# ---- block 1 ----
**Block 1: M3 wires**

Scale bar: 50 um.
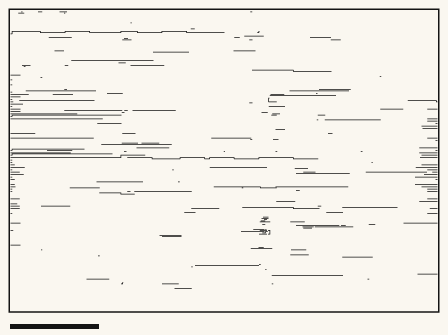

--- config.mk ---
export PLATFORM = sky130hd
export DESIGN_NAME = shift_add_multiplier
export DESIGN_NICKNAME = d
export VERILOG_FILES = /design/src/rtl/shift_add_multiplier.sv
export SDC_FILE = /design/constraint.sdc
export NUM_CORES = 1
export LEC_CHECK = 0
export CAP_MARGIN = 15
export CELL_PAD_IN_SITES_DETAIL_PLACEMENT = 1
export CELL_PAD_IN_SITES_GLOBAL_PLACEMENT = 2
export CORE_ASPECT_RATIO = 0.7
export CORE_MARGIN = 1.5
export CORE_UTILIZATION = 32
export CTS_BUF_LIST = sky130_fd_sc_hd__clkbuf_8
export DETAILED_ROUTE_END_ITERATION = 8
export PLACE_DENSITY = 0.79
export SYNTH_ARGS = -nofsm -noshare
export SYNTH_HDL_FRONTEND = slang
export SYNTH_SLANG_ARGS = --single-unit
--- constraint.sdc ---
create_clock -name clk -period 3.47 [get_ports clk]
set_input_delay 0.694 -clock clk [delete_from_list [all_inputs] [get_ports clk]]
set_output_delay 0.694 -clock clk [all_outputs]
set_load 0.02 [all_outputs]
--- src/rtl/shift_add_multiplier.sv ---
// rtl/shift_add_multiplier.sv - radix-2 shift-add unsigned multiplier, start/clear/done responder
// One multiplier bit retires per clock; the product is held until the initiator clears.
module shift_add_multiplier #(
   parameter int WIDTH = 64
) (
   input  logic                 clk,
   input  logic                 reset_n,
   input  logic                 opstart,
   input  logic                 opclear,
   input  logic [WIDTH-1:0]     multiplicand,
   input  logic [WIDTH-1:0]     multiplier,
   output logic [2*WIDTH-1:0]   result,
   output logic [1:0]           opdone
);

   localparam int CW = $clog2(WIDTH) + 1;

   // State encodings double as the opdone status code.
   typedef enum logic [1:0] {
      S_IDLE = 2'b00,
      S_EXEC = 2'b10,
      S_DONE = 2'b11
   } state_t;

   state_t               r_state;
   logic [WIDTH-1:0]     r_mcand;
   logic [2*WIDTH:0]     r_p;
   logic [CW-1:0]        r_count;

   logic [WIDTH:0]       w_sum;
   logic [2*WIDTH:0]     w_p_next;
   logic                 w_zero;
   logic                 w_last;

   assign w_sum    = {1'b0, r_p[2*WIDTH-1:WIDTH]} + {1'b0, r_mcand};
   assign w_p_next = r_p[0] ? {1'b0, w_sum, r_p[WIDTH-1:1]}
                            : {1'b0, r_p[2*WIDTH:1]};
   assign w_zero   = (multiplicand == '0) || (multiplier == '0);
   assign w_last   = (r_count == CW'(WIDTH - 1));

   always_ff @(posedge clk or negedge reset_n) begin
      if (!reset_n) begin
         r_state <= S_IDLE;
         r_mcand <= '0;
         r_p     <= '0;
         r_count <= '0;
      end else begin
         case (r_state)
            S_IDLE: begin
               if (opclear) begin
                  r_p <= '0;
               end else if (opstart) begin
                  r_mcand <= multiplicand;
                  r_count <= '0;
                  // A zero operand needs no iterations; report done straight away.
                  if (w_zero) begin
                     r_p     <= '0;
                     r_state <= S_DONE;
                  end else begin
                     r_p     <= {{(WIDTH+1){1'b0}}, multiplier};
                     r_state <= S_EXEC;
                  end
               end
            end
            S_EXEC: begin
               if (opclear) begin
                  r_p     <= '0;
                  r_count <= '0;
                  r_state <= S_IDLE;
               end else begin
                  r_p     <= w_p_next;
                  r_count <= r_count + CW'(1);
                  if (w_last) begin
                     r_state <= S_DONE;
                  end
               end
            end
            S_DONE: begin
               if (opclear) begin
                  r_p     <= '0;
                  r_state <= S_IDLE;
               end
            end
            default: begin
               r_state <= S_IDLE;
            end
         endcase
      end
   end

   assign result = r_p[2*WIDTH-1:0];
   assign opdone = r_state;

endmodule

# ---- block 2 ----
===== config.mk =====
export PLATFORM = sky130hd
export DESIGN_NAME = mem_stage_sram_ctrl
export DESIGN_NICKNAME = d
export VERILOG_FILES = /design/src/rtl/mips_mem_pkg.sv /design/src/rtl/mem_sram_phase_cnt.sv /design/src/rtl/mem_stage_sram_ctrl.sv
export SDC_FILE = /design/constraint.sdc
export NUM_CORES = 1
export LEC_CHECK = 0
export CORE_ASPECT_RATIO = 0.6
export CORE_MARGIN = 3
export CORE_UTILIZATION = 30
export CTS_BUF_LIST = sky130_fd_sc_hd__clkbuf_4
export CTS_CLUSTER_DIAMETER = 80
export CTS_CLUSTER_SIZE = 8
export DETAILED_ROUTE_END_ITERATION = 6
export GPL_TIMING_DRIVEN = 0
export PLACE_DENSITY = 0.54
export SLEW_MARGIN = 0
export SYNTH_ARGS = -nofsm -noshare
export SYNTH_HDL_FRONTEND = slang
export SYNTH_SLANG_ARGS = --single-unit

===== constraint.sdc =====
create_clock -name clk -period 2.3 [get_ports clk]
set_clock_uncertainty 0.05 [all_clocks]
set_input_delay 0.23 -clock clk [delete_from_list [all_inputs] [get_ports clk]]
set_output_delay 0.23 -clock clk [all_outputs]
set_load 0.01 [all_outputs]

===== src/rtl/mips_mem_pkg.sv =====
// Shared types and constants for the MEM-stage SRAM controller.
package mips_mem_pkg;

  typedef enum logic [1:0] {
    IDLE = 2'd0,
    LO   = 2'd1,
    HI   = 2'd2,
    DONE = 2'd3
  } mem_state_t;

  localparam int SRAM_AW           = 18;
  localparam int SRAM_DW           = 16;
  localparam int DEFAULT_BASE_ADDR = 1024;

  // Width of a counter that must hold values 0..cycles-1; never narrower than one bit.
  function automatic int cnt_width(input int cycles);
    return (cycles > 1) ? $clog2(cycles) : 1;
  endfunction

endpackage


===== src/rtl/mem_sram_phase_cnt.sv =====
// Loadable down-counter that times one halfword phase of an SRAM access.
// zero is asserted when the count has reached 0, i.e. on the last cycle of a phase.
module mem_sram_phase_cnt #(
  parameter int WIDTH = 1
) (
  input  logic             clk,
  input  logic             rst,
  input  logic             load,
  input  logic [WIDTH-1:0] load_val,
  input  logic             dec,
  output logic             zero
);

  logic [WIDTH-1:0] cnt;

  // Load takes priority over decrement; the count saturates at zero.
  always_ff @(posedge clk or negedge rst) begin
    if (!rst) begin
      cnt <= '0;
    end else if (load) begin
      cnt <= load_val;
    end else if (dec && (cnt != '0)) begin
      cnt <= cnt - 1'b1;
    end
  end

  assign zero = (cnt == '0);

endmodule


===== src/rtl/mem_stage_sram_ctrl.sv =====
// MEM-stage data-memory controller: runs each 32-bit load/store as two 16-bit
// SRAM phases (low halfword, then high halfword) and holds ready low meanwhile.
// Optional feature: define MEM_SRAM_RDBUF_EN to add a one-entry word buffer that
// answers repeated loads of the last accessed word without an SRAM cycle.
module mem_stage_sram_ctrl
  import mips_mem_pkg::*;
#(
  parameter int BASE_ADDR   = DEFAULT_BASE_ADDR,
  parameter int WAIT_CYCLES = 2
) (
  input  logic                clk,
  input  logic                rst,
  input  logic                MEM_R_EN,
  input  logic                MEM_W_EN,
  input  logic [31:0]         ALU_Res,
  input  logic [31:0]         ST_Val,
  output logic                ready,
  output logic [31:0]         rd_data,
  output logic [SRAM_AW-1:0]  SRAM_ADDR,
  output logic [SRAM_DW-1:0]  SRAM_DQ_OUT,
  input  logic [SRAM_DW-1:0]  SRAM_DQ_IN,
  output logic                SRAM_DQ_OE,
  output logic                SRAM_WE_N
);

  localparam int             CW         = cnt_width(WAIT_CYCLES);
  localparam logic [CW-1:0]  CNT_RELOAD = CW'(WAIT_CYCLES - 1);

  mem_state_t           state;
  mem_state_t           state_next;
  logic                 req;
  logic                 rd_hit;
  logic                 start;
  logic                 ready_c;
  logic                 cnt_load;
  logic                 cnt_dec;
  logic                 cnt_zero;
  logic                 in_phase;
  logic [16:0]          word_in;
  logic [16:0]          word_q;
  logic                 op_wr_q;
  logic [31:0]          st_val_q;
  logic [31:0]          rd_data_q;
  logic [SRAM_AW-1:0]   addr_q;

  assign req     = MEM_R_EN | MEM_W_EN;
  assign word_in = 17'((ALU_Res - 32'(BASE_ADDR)) >> 2);

`ifdef MEM_SRAM_RDBUF_EN
  logic        buf_valid;
  logic [16:0] buf_word;
  logic [31:0] buf_data;

  assign rd_hit = (state == IDLE) && MEM_R_EN && !MEM_W_EN &&
                  buf_valid && (buf_word == word_in);

  // Remember the word touched by the last completed access, whether read or written.
  always_ff @(posedge clk or negedge rst) begin
    if (!rst) begin
      buf_valid <= 1'b0;
      buf_word  <= '0;
      buf_data  <= '0;
    end else if (state == DONE) begin
      buf_valid <= 1'b1;
      buf_word  <= word_q;
      buf_data  <= op_wr_q ? st_val_q : rd_data_q;
    end
  end

  assign rd_data = rd_hit ? buf_data : rd_data_q;
`else
  assign rd_hit  = 1'b0;
  assign rd_data = rd_data_q;
`endif

  assign start = (state == IDLE) && req && !rd_hit;

  mem_sram_phase_cnt #(
    .WIDTH (CW)
  ) u_phase_cnt (
    .clk      (clk),
    .rst      (rst),
    .load     (cnt_load),
    .load_val (CNT_RELOAD),
    .dec      (cnt_dec),
    .zero     (cnt_zero)
  );

  // State register; an asynchronous reset abandons any access in flight.
  always_ff @(posedge clk or negedge rst) begin
    if (!rst) begin
      state <= IDLE;
    end else begin
      state <= state_next;
    end
  end

  // Next-state, phase counter control and the pipeline freeze signal.
  always_comb begin
    state_next = state;
    ready_c    = 1'b1;
    cnt_load   = 1'b0;
    cnt_dec    = 1'b0;
    case (state)
      IDLE: begin
        if (start) begin
          state_next = LO;
          ready_c    = 1'b0;
          cnt_load   = 1'b1;
        end
      end
      LO: begin
        ready_c = 1'b0;
        if (cnt_zero) begin
          state_next = HI;
          cnt_load   = 1'b1;
        end else begin
          cnt_dec = 1'b1;
        end
      end
      HI: begin
        ready_c = 1'b0;
        if (cnt_zero) begin
          state_next = DONE;
        end else begin
          cnt_dec = 1'b1;
        end
      end
      DONE: begin
        state_next = IDLE;
      end
      default: begin
        state_next = IDLE;
      end
    endcase
  end

  assign ready = ready_c | ~rst;

  // Latch the request at acceptance, advance the halfword address and collect read data.
  always_ff @(posedge clk or negedge rst) begin
    if (!rst) begin
      op_wr_q   <= 1'b0;
      word_q    <= '0;
      st_val_q  <= '0;
      rd_data_q <= '0;
      addr_q    <= '0;
    end else begin
      if (start) begin
        op_wr_q  <= MEM_W_EN;
        word_q   <= word_in;
        st_val_q <= ST_Val;
        addr_q   <= {word_in, 1'b0};
      end
      if ((state == LO) && cnt_zero) begin
        addr_q <= {word_q, 1'b1};
        if (!op_wr_q) begin
          rd_data_q[15:0] <= SRAM_DQ_IN;
        end
      end
      if ((state == HI) && cnt_zero && !op_wr_q) begin
        rd_data_q[31:16] <= SRAM_DQ_IN;
      end
`ifdef MEM_SRAM_RDBUF_EN
      if (rd_hit) begin
        rd_data_q <= buf_data;
      end
`endif
    end
  end

  assign in_phase    = (state == LO) || (state == HI);
  assign SRAM_ADDR   = addr_q;
  assign SRAM_DQ_OUT = (state == HI) ? st_val_q[31:16] : st_val_q[15:0];
  assign SRAM_DQ_OE  = in_phase & op_wr_q;
  assign SRAM_WE_N   = ~(in_phase & op_wr_q);

endmodule


# ---- block 3 ----
`src/rtl/mem_arbiter_pkg.sv`:
```
// Shared types and helpers for the block-memory arbiter.
package mem_arbiter_pkg;

    typedef logic [31:0]      addr_t;
    typedef logic [3:0][31:0] block_t;
    typedef logic [2:0]       wr_size_t;

    typedef enum logic [1:0] {
        ST_IDLE     = 2'd0,
        ST_ISSUE    = 2'd1,
        ST_RD_WAIT  = 2'd2,
        ST_RD_GRANT = 2'd3
    } arb_state_e;

    localparam int LANES = 4;

    // Lanes enabled from lane 0 upward; sizes beyond the lane count saturate.
    function automatic logic [LANES-1:0] size_to_lane_en(input wr_size_t size);
        logic [LANES-1:0] lane_en;
        case (size)
            3'd0:    lane_en = 4'b0000;
            3'd1:    lane_en = 4'b0001;
            3'd2:    lane_en = 4'b0011;
            3'd3:    lane_en = 4'b0111;
            default: lane_en = 4'b1111;
        endcase
        return lane_en;
    endfunction

endpackage

```
`src/rtl/mem_arbiter_rr_pick.sv`:
```
// Combinational round-robin pick: first unmasked request at or after i_ptr, wrapping.
module rr_pick #(
    parameter  int N     = 4,
    localparam int IDX_W = (N > 1) ? $clog2(N) : 1
) (
    input  logic [N-1:0]     i_req,
    input  logic [IDX_W-1:0] i_ptr,
    input  logic [N-1:0]     i_mask,
    output logic [N-1:0]     o_onehot,
    output logic [IDX_W-1:0] o_idx,
    output logic             o_any
);

    logic [N-1:0] w_req;

    assign w_req = i_req & ~i_mask;

    always_comb begin
        logic [IDX_W-1:0] w_j;
        o_onehot = '0;
        o_idx    = '0;
        o_any    = 1'b0;
        w_j      = '0;
        for (int k = 0; k < N; k++) begin
            w_j = IDX_W'((int'(i_ptr) + k) % N);
            if (!o_any && w_req[w_j]) begin
                o_any         = 1'b1;
                o_idx         = w_j;
                o_onehot[w_j] = 1'b1;
            end
        end
    end

endmodule

```
`src/rtl/mem_arbiter.sv`:
```
// Round-robin arbiter serving block reads/writes from NPROC processors onto one SRAM port.
//   state       | meaning
//   ST_IDLE     | pick next requester (last-served one masked for one cycle after a grant)
//   ST_ISSUE    | drive SRAM access; writes are granted here
//   ST_RD_WAIT  | SRAM read data returns and is captured
//   ST_RD_GRANT | read grant pulse with o_rdata valid
module mem_arbiter
    import mem_arbiter_pkg::*;
#(
    parameter int NPROC  = 4,
    parameter int ADDR_W = $bits(addr_t)
) (
    input  logic                          i_clk,
    input  logic                          i_rst,
    input  logic [NPROC-1:0]              i_req_rd,
    input  logic [NPROC-1:0]              i_req_wr,
    input  logic [NPROC-1:0][ADDR_W-1:0]  i_addr,
    input  logic [NPROC-1:0][2:0]         i_wr_size,
    input  logic [NPROC-1:0][127:0]       i_wdata,
    output logic [NPROC-1:0]              o_grant_rd,
    output logic [NPROC-1:0]              o_grant_wr,
    output logic [127:0]                  o_rdata,
    output logic                          o_mem_en,
    output logic                          o_mem_we,
    output logic [ADDR_W-1:0]             o_mem_addr,
    output logic [3:0]                    o_mem_lane_en,
    output logic [127:0]                  o_mem_wdata,
    input  logic [127:0]                  i_mem_rdata
);

    localparam int IDX_W = (NPROC > 1) ? $clog2(NPROC) : 1;

    arb_state_e         r_state;
    arb_state_e         w_state_next;
    logic [IDX_W-1:0]   r_rr_ptr;
    logic [IDX_W-1:0]   r_win_idx;
    logic [NPROC-1:0]   r_win_oh;
    logic [NPROC-1:0]   r_mask;
    logic [ADDR_W-1:0]  r_addr;
    logic               r_we;
    wr_size_t           r_size;
    block_t             r_wdata;
    block_t             r_rdata;

    logic [NPROC-1:0]   w_req;
    logic [NPROC-1:0]   w_win_oh;
    logic [IDX_W-1:0]   w_win_idx;
    logic               w_any;
    logic               w_grant;

    assign w_req   = i_req_rd | i_req_wr;
    assign w_grant = ((r_state == ST_ISSUE) && r_we) || (r_state == ST_RD_GRANT);
    assign o_rdata = r_rdata;

    rr_pick #(.N(NPROC)) u_pick (
        .i_req    (w_req),
        .i_ptr    (r_rr_ptr),
        .i_mask   (r_mask),
        .o_onehot (w_win_oh),
        .o_idx    (w_win_idx),
        .o_any    (w_any)
    );

    always_ff @(posedge i_clk) begin
        if (i_rst) begin
            r_state <= ST_IDLE;
        end else begin
            r_state <= w_state_next;
        end
    end

    always_comb begin
        w_state_next = r_state;
        case (r_state)
            ST_IDLE:     if (w_any) w_state_next = ST_ISSUE;
            ST_ISSUE:    w_state_next = r_we ? ST_IDLE : ST_RD_WAIT;
            ST_RD_WAIT:  w_state_next = ST_RD_GRANT;
            ST_RD_GRANT: w_state_next = ST_IDLE;
            default:     w_state_next = ST_IDLE;
        endcase
    end

    always_comb begin
        o_mem_en      = 1'b0;
        o_mem_we      = 1'b0;
        o_mem_addr    = '0;
        o_mem_lane_en = '0;
        o_mem_wdata   = '0;
        o_grant_wr    = '0;
        o_grant_rd    = '0;
        case (r_state)
            ST_ISSUE: begin
                o_mem_en   = 1'b1;
                o_mem_we   = r_we;
                o_mem_addr = r_addr;
                if (r_we) begin
                    o_mem_lane_en = size_to_lane_en(r_size);
                    o_mem_wdata   = r_wdata;
                    o_grant_wr    = r_win_oh;
                end
            end
            ST_RD_GRANT: o_grant_rd = r_win_oh;
            default: ;
        endcase
    end

    always_ff @(posedge i_clk) begin
        if (i_rst) begin
            r_rr_ptr  <= '0;
            r_win_idx <= '0;
            r_win_oh  <= '0;
            r_mask    <= '0;
            r_addr    <= '0;
            r_we      <= 1'b0;
            r_size    <= '0;
            r_wdata   <= '0;
            r_rdata   <= '0;
        end else begin
            // The mask only covers the single IDLE cycle that follows a grant.
            r_mask <= w_grant ? r_win_oh : '0;
            if (w_grant) begin
                r_rr_ptr <= (r_win_idx == IDX_W'(NPROC - 1)) ? '0 : r_win_idx + 1'b1;
            end
            if ((r_state == ST_IDLE) && w_any) begin
                r_win_idx <= w_win_idx;
                r_win_oh  <= w_win_oh;
                r_addr    <= i_addr[w_win_idx];
                r_we      <= i_req_wr[w_win_idx];
                r_size    <= i_wr_size[w_win_idx];
                r_wdata   <= i_wdata[w_win_idx];
            end
            if (r_state == ST_RD_WAIT) begin
                r_rdata <= i_mem_rdata;
            end
        end
    end

endmodule

```
`config.mk`:
```
export PLATFORM = sky130hd
export DESIGN_NAME = mem_arbiter
export DESIGN_NICKNAME = d
export VERILOG_FILES = /design/src/rtl/mem_arbiter_pkg.sv /design/src/rtl/mem_arbiter_rr_pick.sv /design/src/rtl/mem_arbiter.sv
export SDC_FILE = /design/constraint.sdc
export NUM_CORES = 1
export LEC_CHECK = 0
export ABC_AREA = 1
export CORE_AREA = 2 2 428 430
export DETAILED_ROUTE_END_ITERATION = 7
export DIE_AREA = 0 0 430 432
export PLACE_DENSITY = 0.3
export SKIP_LAST_GASP = 1
export SLEW_MARGIN = 10
export SYNTH_ARGS = -nofsm -noshare
export SYNTH_HDL_FRONTEND = slang
export SYNTH_HIERARCHICAL = 1
export SYNTH_SLANG_ARGS = --single-unit
```
`constraint.sdc`:
```
create_clock -name i_clk -period 4.05 [get_ports i_clk]
set_clock_uncertainty 0.15 [all_clocks]
set_input_delay 1.215 -clock i_clk [delete_from_list [all_inputs] [get_ports i_clk]]
set_output_delay 1.215 -clock i_clk [all_outputs]
set_load 0.005 [all_outputs]
```
**Block 2: pin placement**

Scale bar: 50 um. Pins as bars across the die edge, other pins in gray.
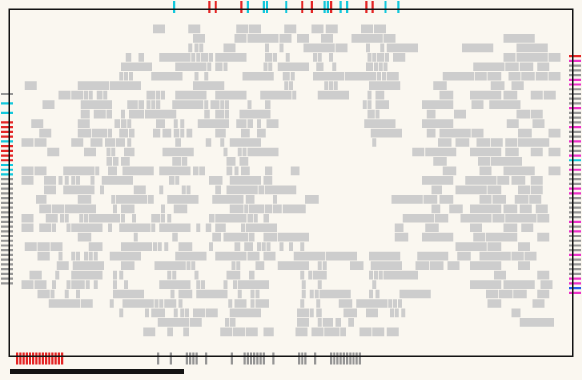
ALU_Res: in red, pins 32, direction input, edge 15 bottom, 8 left, 8 top, 1 right. SRAM_ADDR: in cyan, pins 18, direction output, edge 11 top, 6 left, 1 right. SRAM_DQ_IN: in magenta, pins 16, direction input, edge right. rst: in blue, pins 1, direction input, edge right.
All pins by edge: 51 right, 45 bottom, 38 left, 19 top.

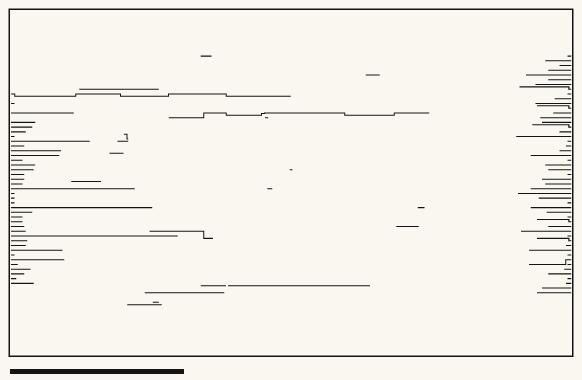
**Above:** block 2 (M3 wires).
Scale bar: 50 um.
102 nets have wire on it. The layer carries 969 um of wire. The longest straight run is 47.6 um. The layer holds 8.4% of the routed length. The wires run mostly horizontal.

==> run summary, block 2 <==
most frequent logic cell in the layout - nand2_1
Seq share, synth - 59.3%
worst setup path startpoint - state[0]
largest net degree at the start of global routing - 60
via count of the routed design - 3445
core box area - 0.0139 mm2
first-pass GRT wire length - 18.4 mm
flip-flops with a built-in enable - 0
Levels on crit path - 6
layout cells sized above 1 - 18.0%
Worst slew margin - 64.8%
Clock-cell share - 2.13%
Clk. pwr - 905 uW
comb area leader - simple AND/OR/NAND/NOR gates
num ports - 153
vias in the first global route - 3439
number of cells in Yosys stat - 411
most frequent cell after synthesis - nand2_1
die y size - 99.3 um
CP Launch Type - flip-flop
Mapped Area - 0.00435 mm2
initial antenna violation count - 0
Worst-path clk slew - 0.19 ns
final hold vios - 0
worst-margin pin slew - 0.527 ns
OpenROAD warnings - 45
net load switching power - 3.18 mW
Diodes inserted - 0
critical path endpoint category - output pin
status - finished, final reports clean
Critical Path End - SRAM_DQ_OUT[14]
buffers and inverters on the worst path - 4
metal2 WL - 4.66 mm
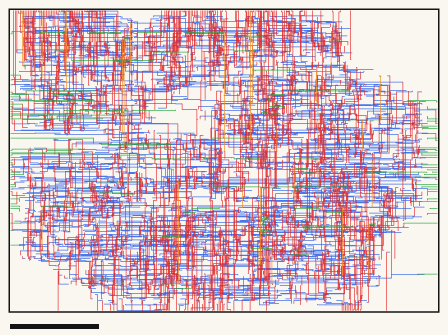
**Above:** block 1 (wiring by layer).
Scale bar: 50 um.
met1: in blue, wire length 24.4 mm. met2: in red, wire length 20.5 mm. met3: in green, wire length 2410 um. met4: in orange, wire length 1090 um.

## Picture notes: 'M3 wires' of block 1
The layer holds 5.0% of the routed length. The layer carries 2410 um of wire. The longest straight run is 61.6 um. The wires run mostly horizontal.

==> run summary, block 1 <==
WP data required - 3.94 ns
AND-OR/OR-AND Cells, Area Fraction - 25.2%
Worst Hold Slack - 0.149 ns
Comb area share - 42.7%
non-clk buf share - 18.4%
Top reg by flops - r_p
Tapcells - 527
placed insts - 2096
core box area - 0.0385 mm2
Cell Type Count - 69
metal2 WL - 20.5 mm
Seq share, synth - 40.1%
Post-Place Worst Slack - 0.0635 ns
final count of negative-setup-slack endpoints - 0
die y size - 169 um
CTS Root Cell - clkbuf_8
post-layout min period - 3.22 ns
Switching Share - 34.4%
logic area - 0.00714 mm2
worst setup path startpoint - r_p[64]
# fillers - 4334
sequential share of cell area - 30.1%
layout cells sized above 1 - 12.1%
Most common cell on crit path - o2111ai_1
Top Usage Layer GRT - met1
CP Launch Type - flip-flop
met1 Track Usage GR - 36.0%
XORs/XNORs by Area - 3.91%
Levels on crit path - 13
status - finished, final reports clean
capturing point of the worst reg2reg path - r_p[125]
worst-path fanout max - 4
clock network power share - 32.5%
Final Cell Area - 0.0167 mm2
Most common reg cell - dfrtp_1
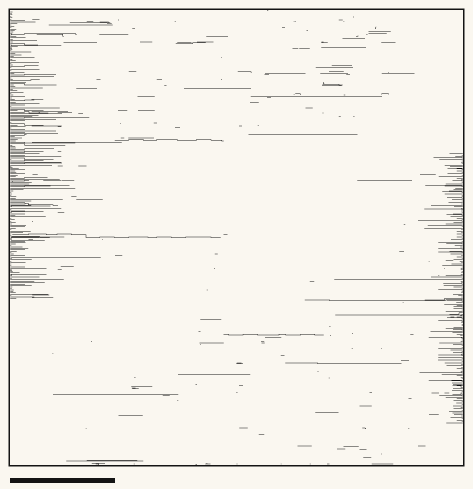
**Above:** block 3 (M3 wires).
Scale bar: 100 um.
493 nets have wire on it. The layer carries 8190 um of wire.

==> run summary, block 3 <==
Switching Share - 40.4%
yosys synthesis chip area - 0.0179 mm2
final hold vios - 0
TNS Setup - 0 ns
status - finished, final reports clean
Internal Pwr Total - 9.32 mW
Worst Setup Path Type - flip-flop to output pin
dpl cell area - 0.0326 mm2
most frequent cell after synthesis - nand2_1
multi-input gates - 2302
top cell category - buffers
final count of negative-setup-slack endpoints - 0
maximum vdd drop - 0.285 mV
Cell area leaders - dfxtp_1 34%, nand2_1 24%, nand3_1 10%
Clock-cell share - 4.86%
ys async rst share - 0%
CTS Root Cell - clkbuf_16
Top Usage Layer GRT - met2
Critical Path End - o_mem_wdata[16]
Post-Place Worst Slack - -0.0767 ns
final WL - 137 mm
final worst setup slack - 0.155 ns
placed insts - 6503
Clk. pwr - 4.51 mW
Worst-path clk slew - 0.06 ns
# fillers - 20800
post-CTS setup repair buffer count - 6
fin cells - 6604
Min-Delay Endpoint - r_mask[2]
Mapped Area - 0.0179 mm2
Worst Hold Slack - 0.342 ns
number of cells in Yosys stat - 3103
DRC Markers - 0
worst-margin pin slew - 0.819 ns
core box area - 0.182 mm2
largest net degree at the start of global routing - 129

==> screenshots <==
Cell placement.
panel A
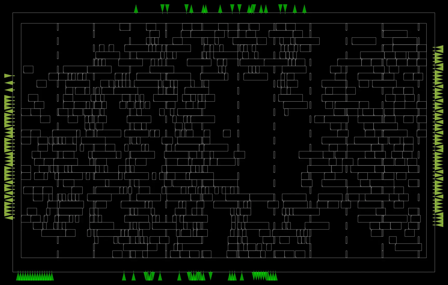
panel B
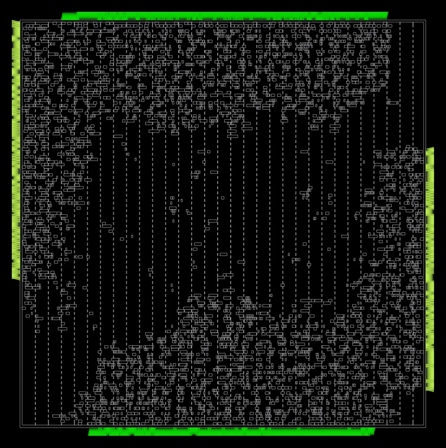
panel C
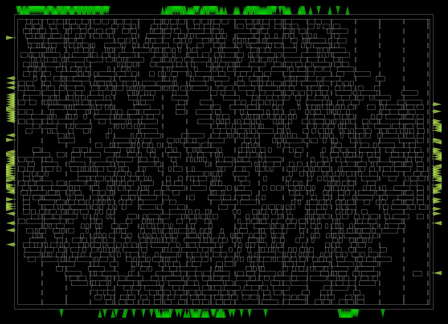
| from | picture |
|---|---|
| block 1 | panel C |
| block 2 | panel A |
| block 3 | panel B |


Power is estimated from default activity; no workload was simulated.
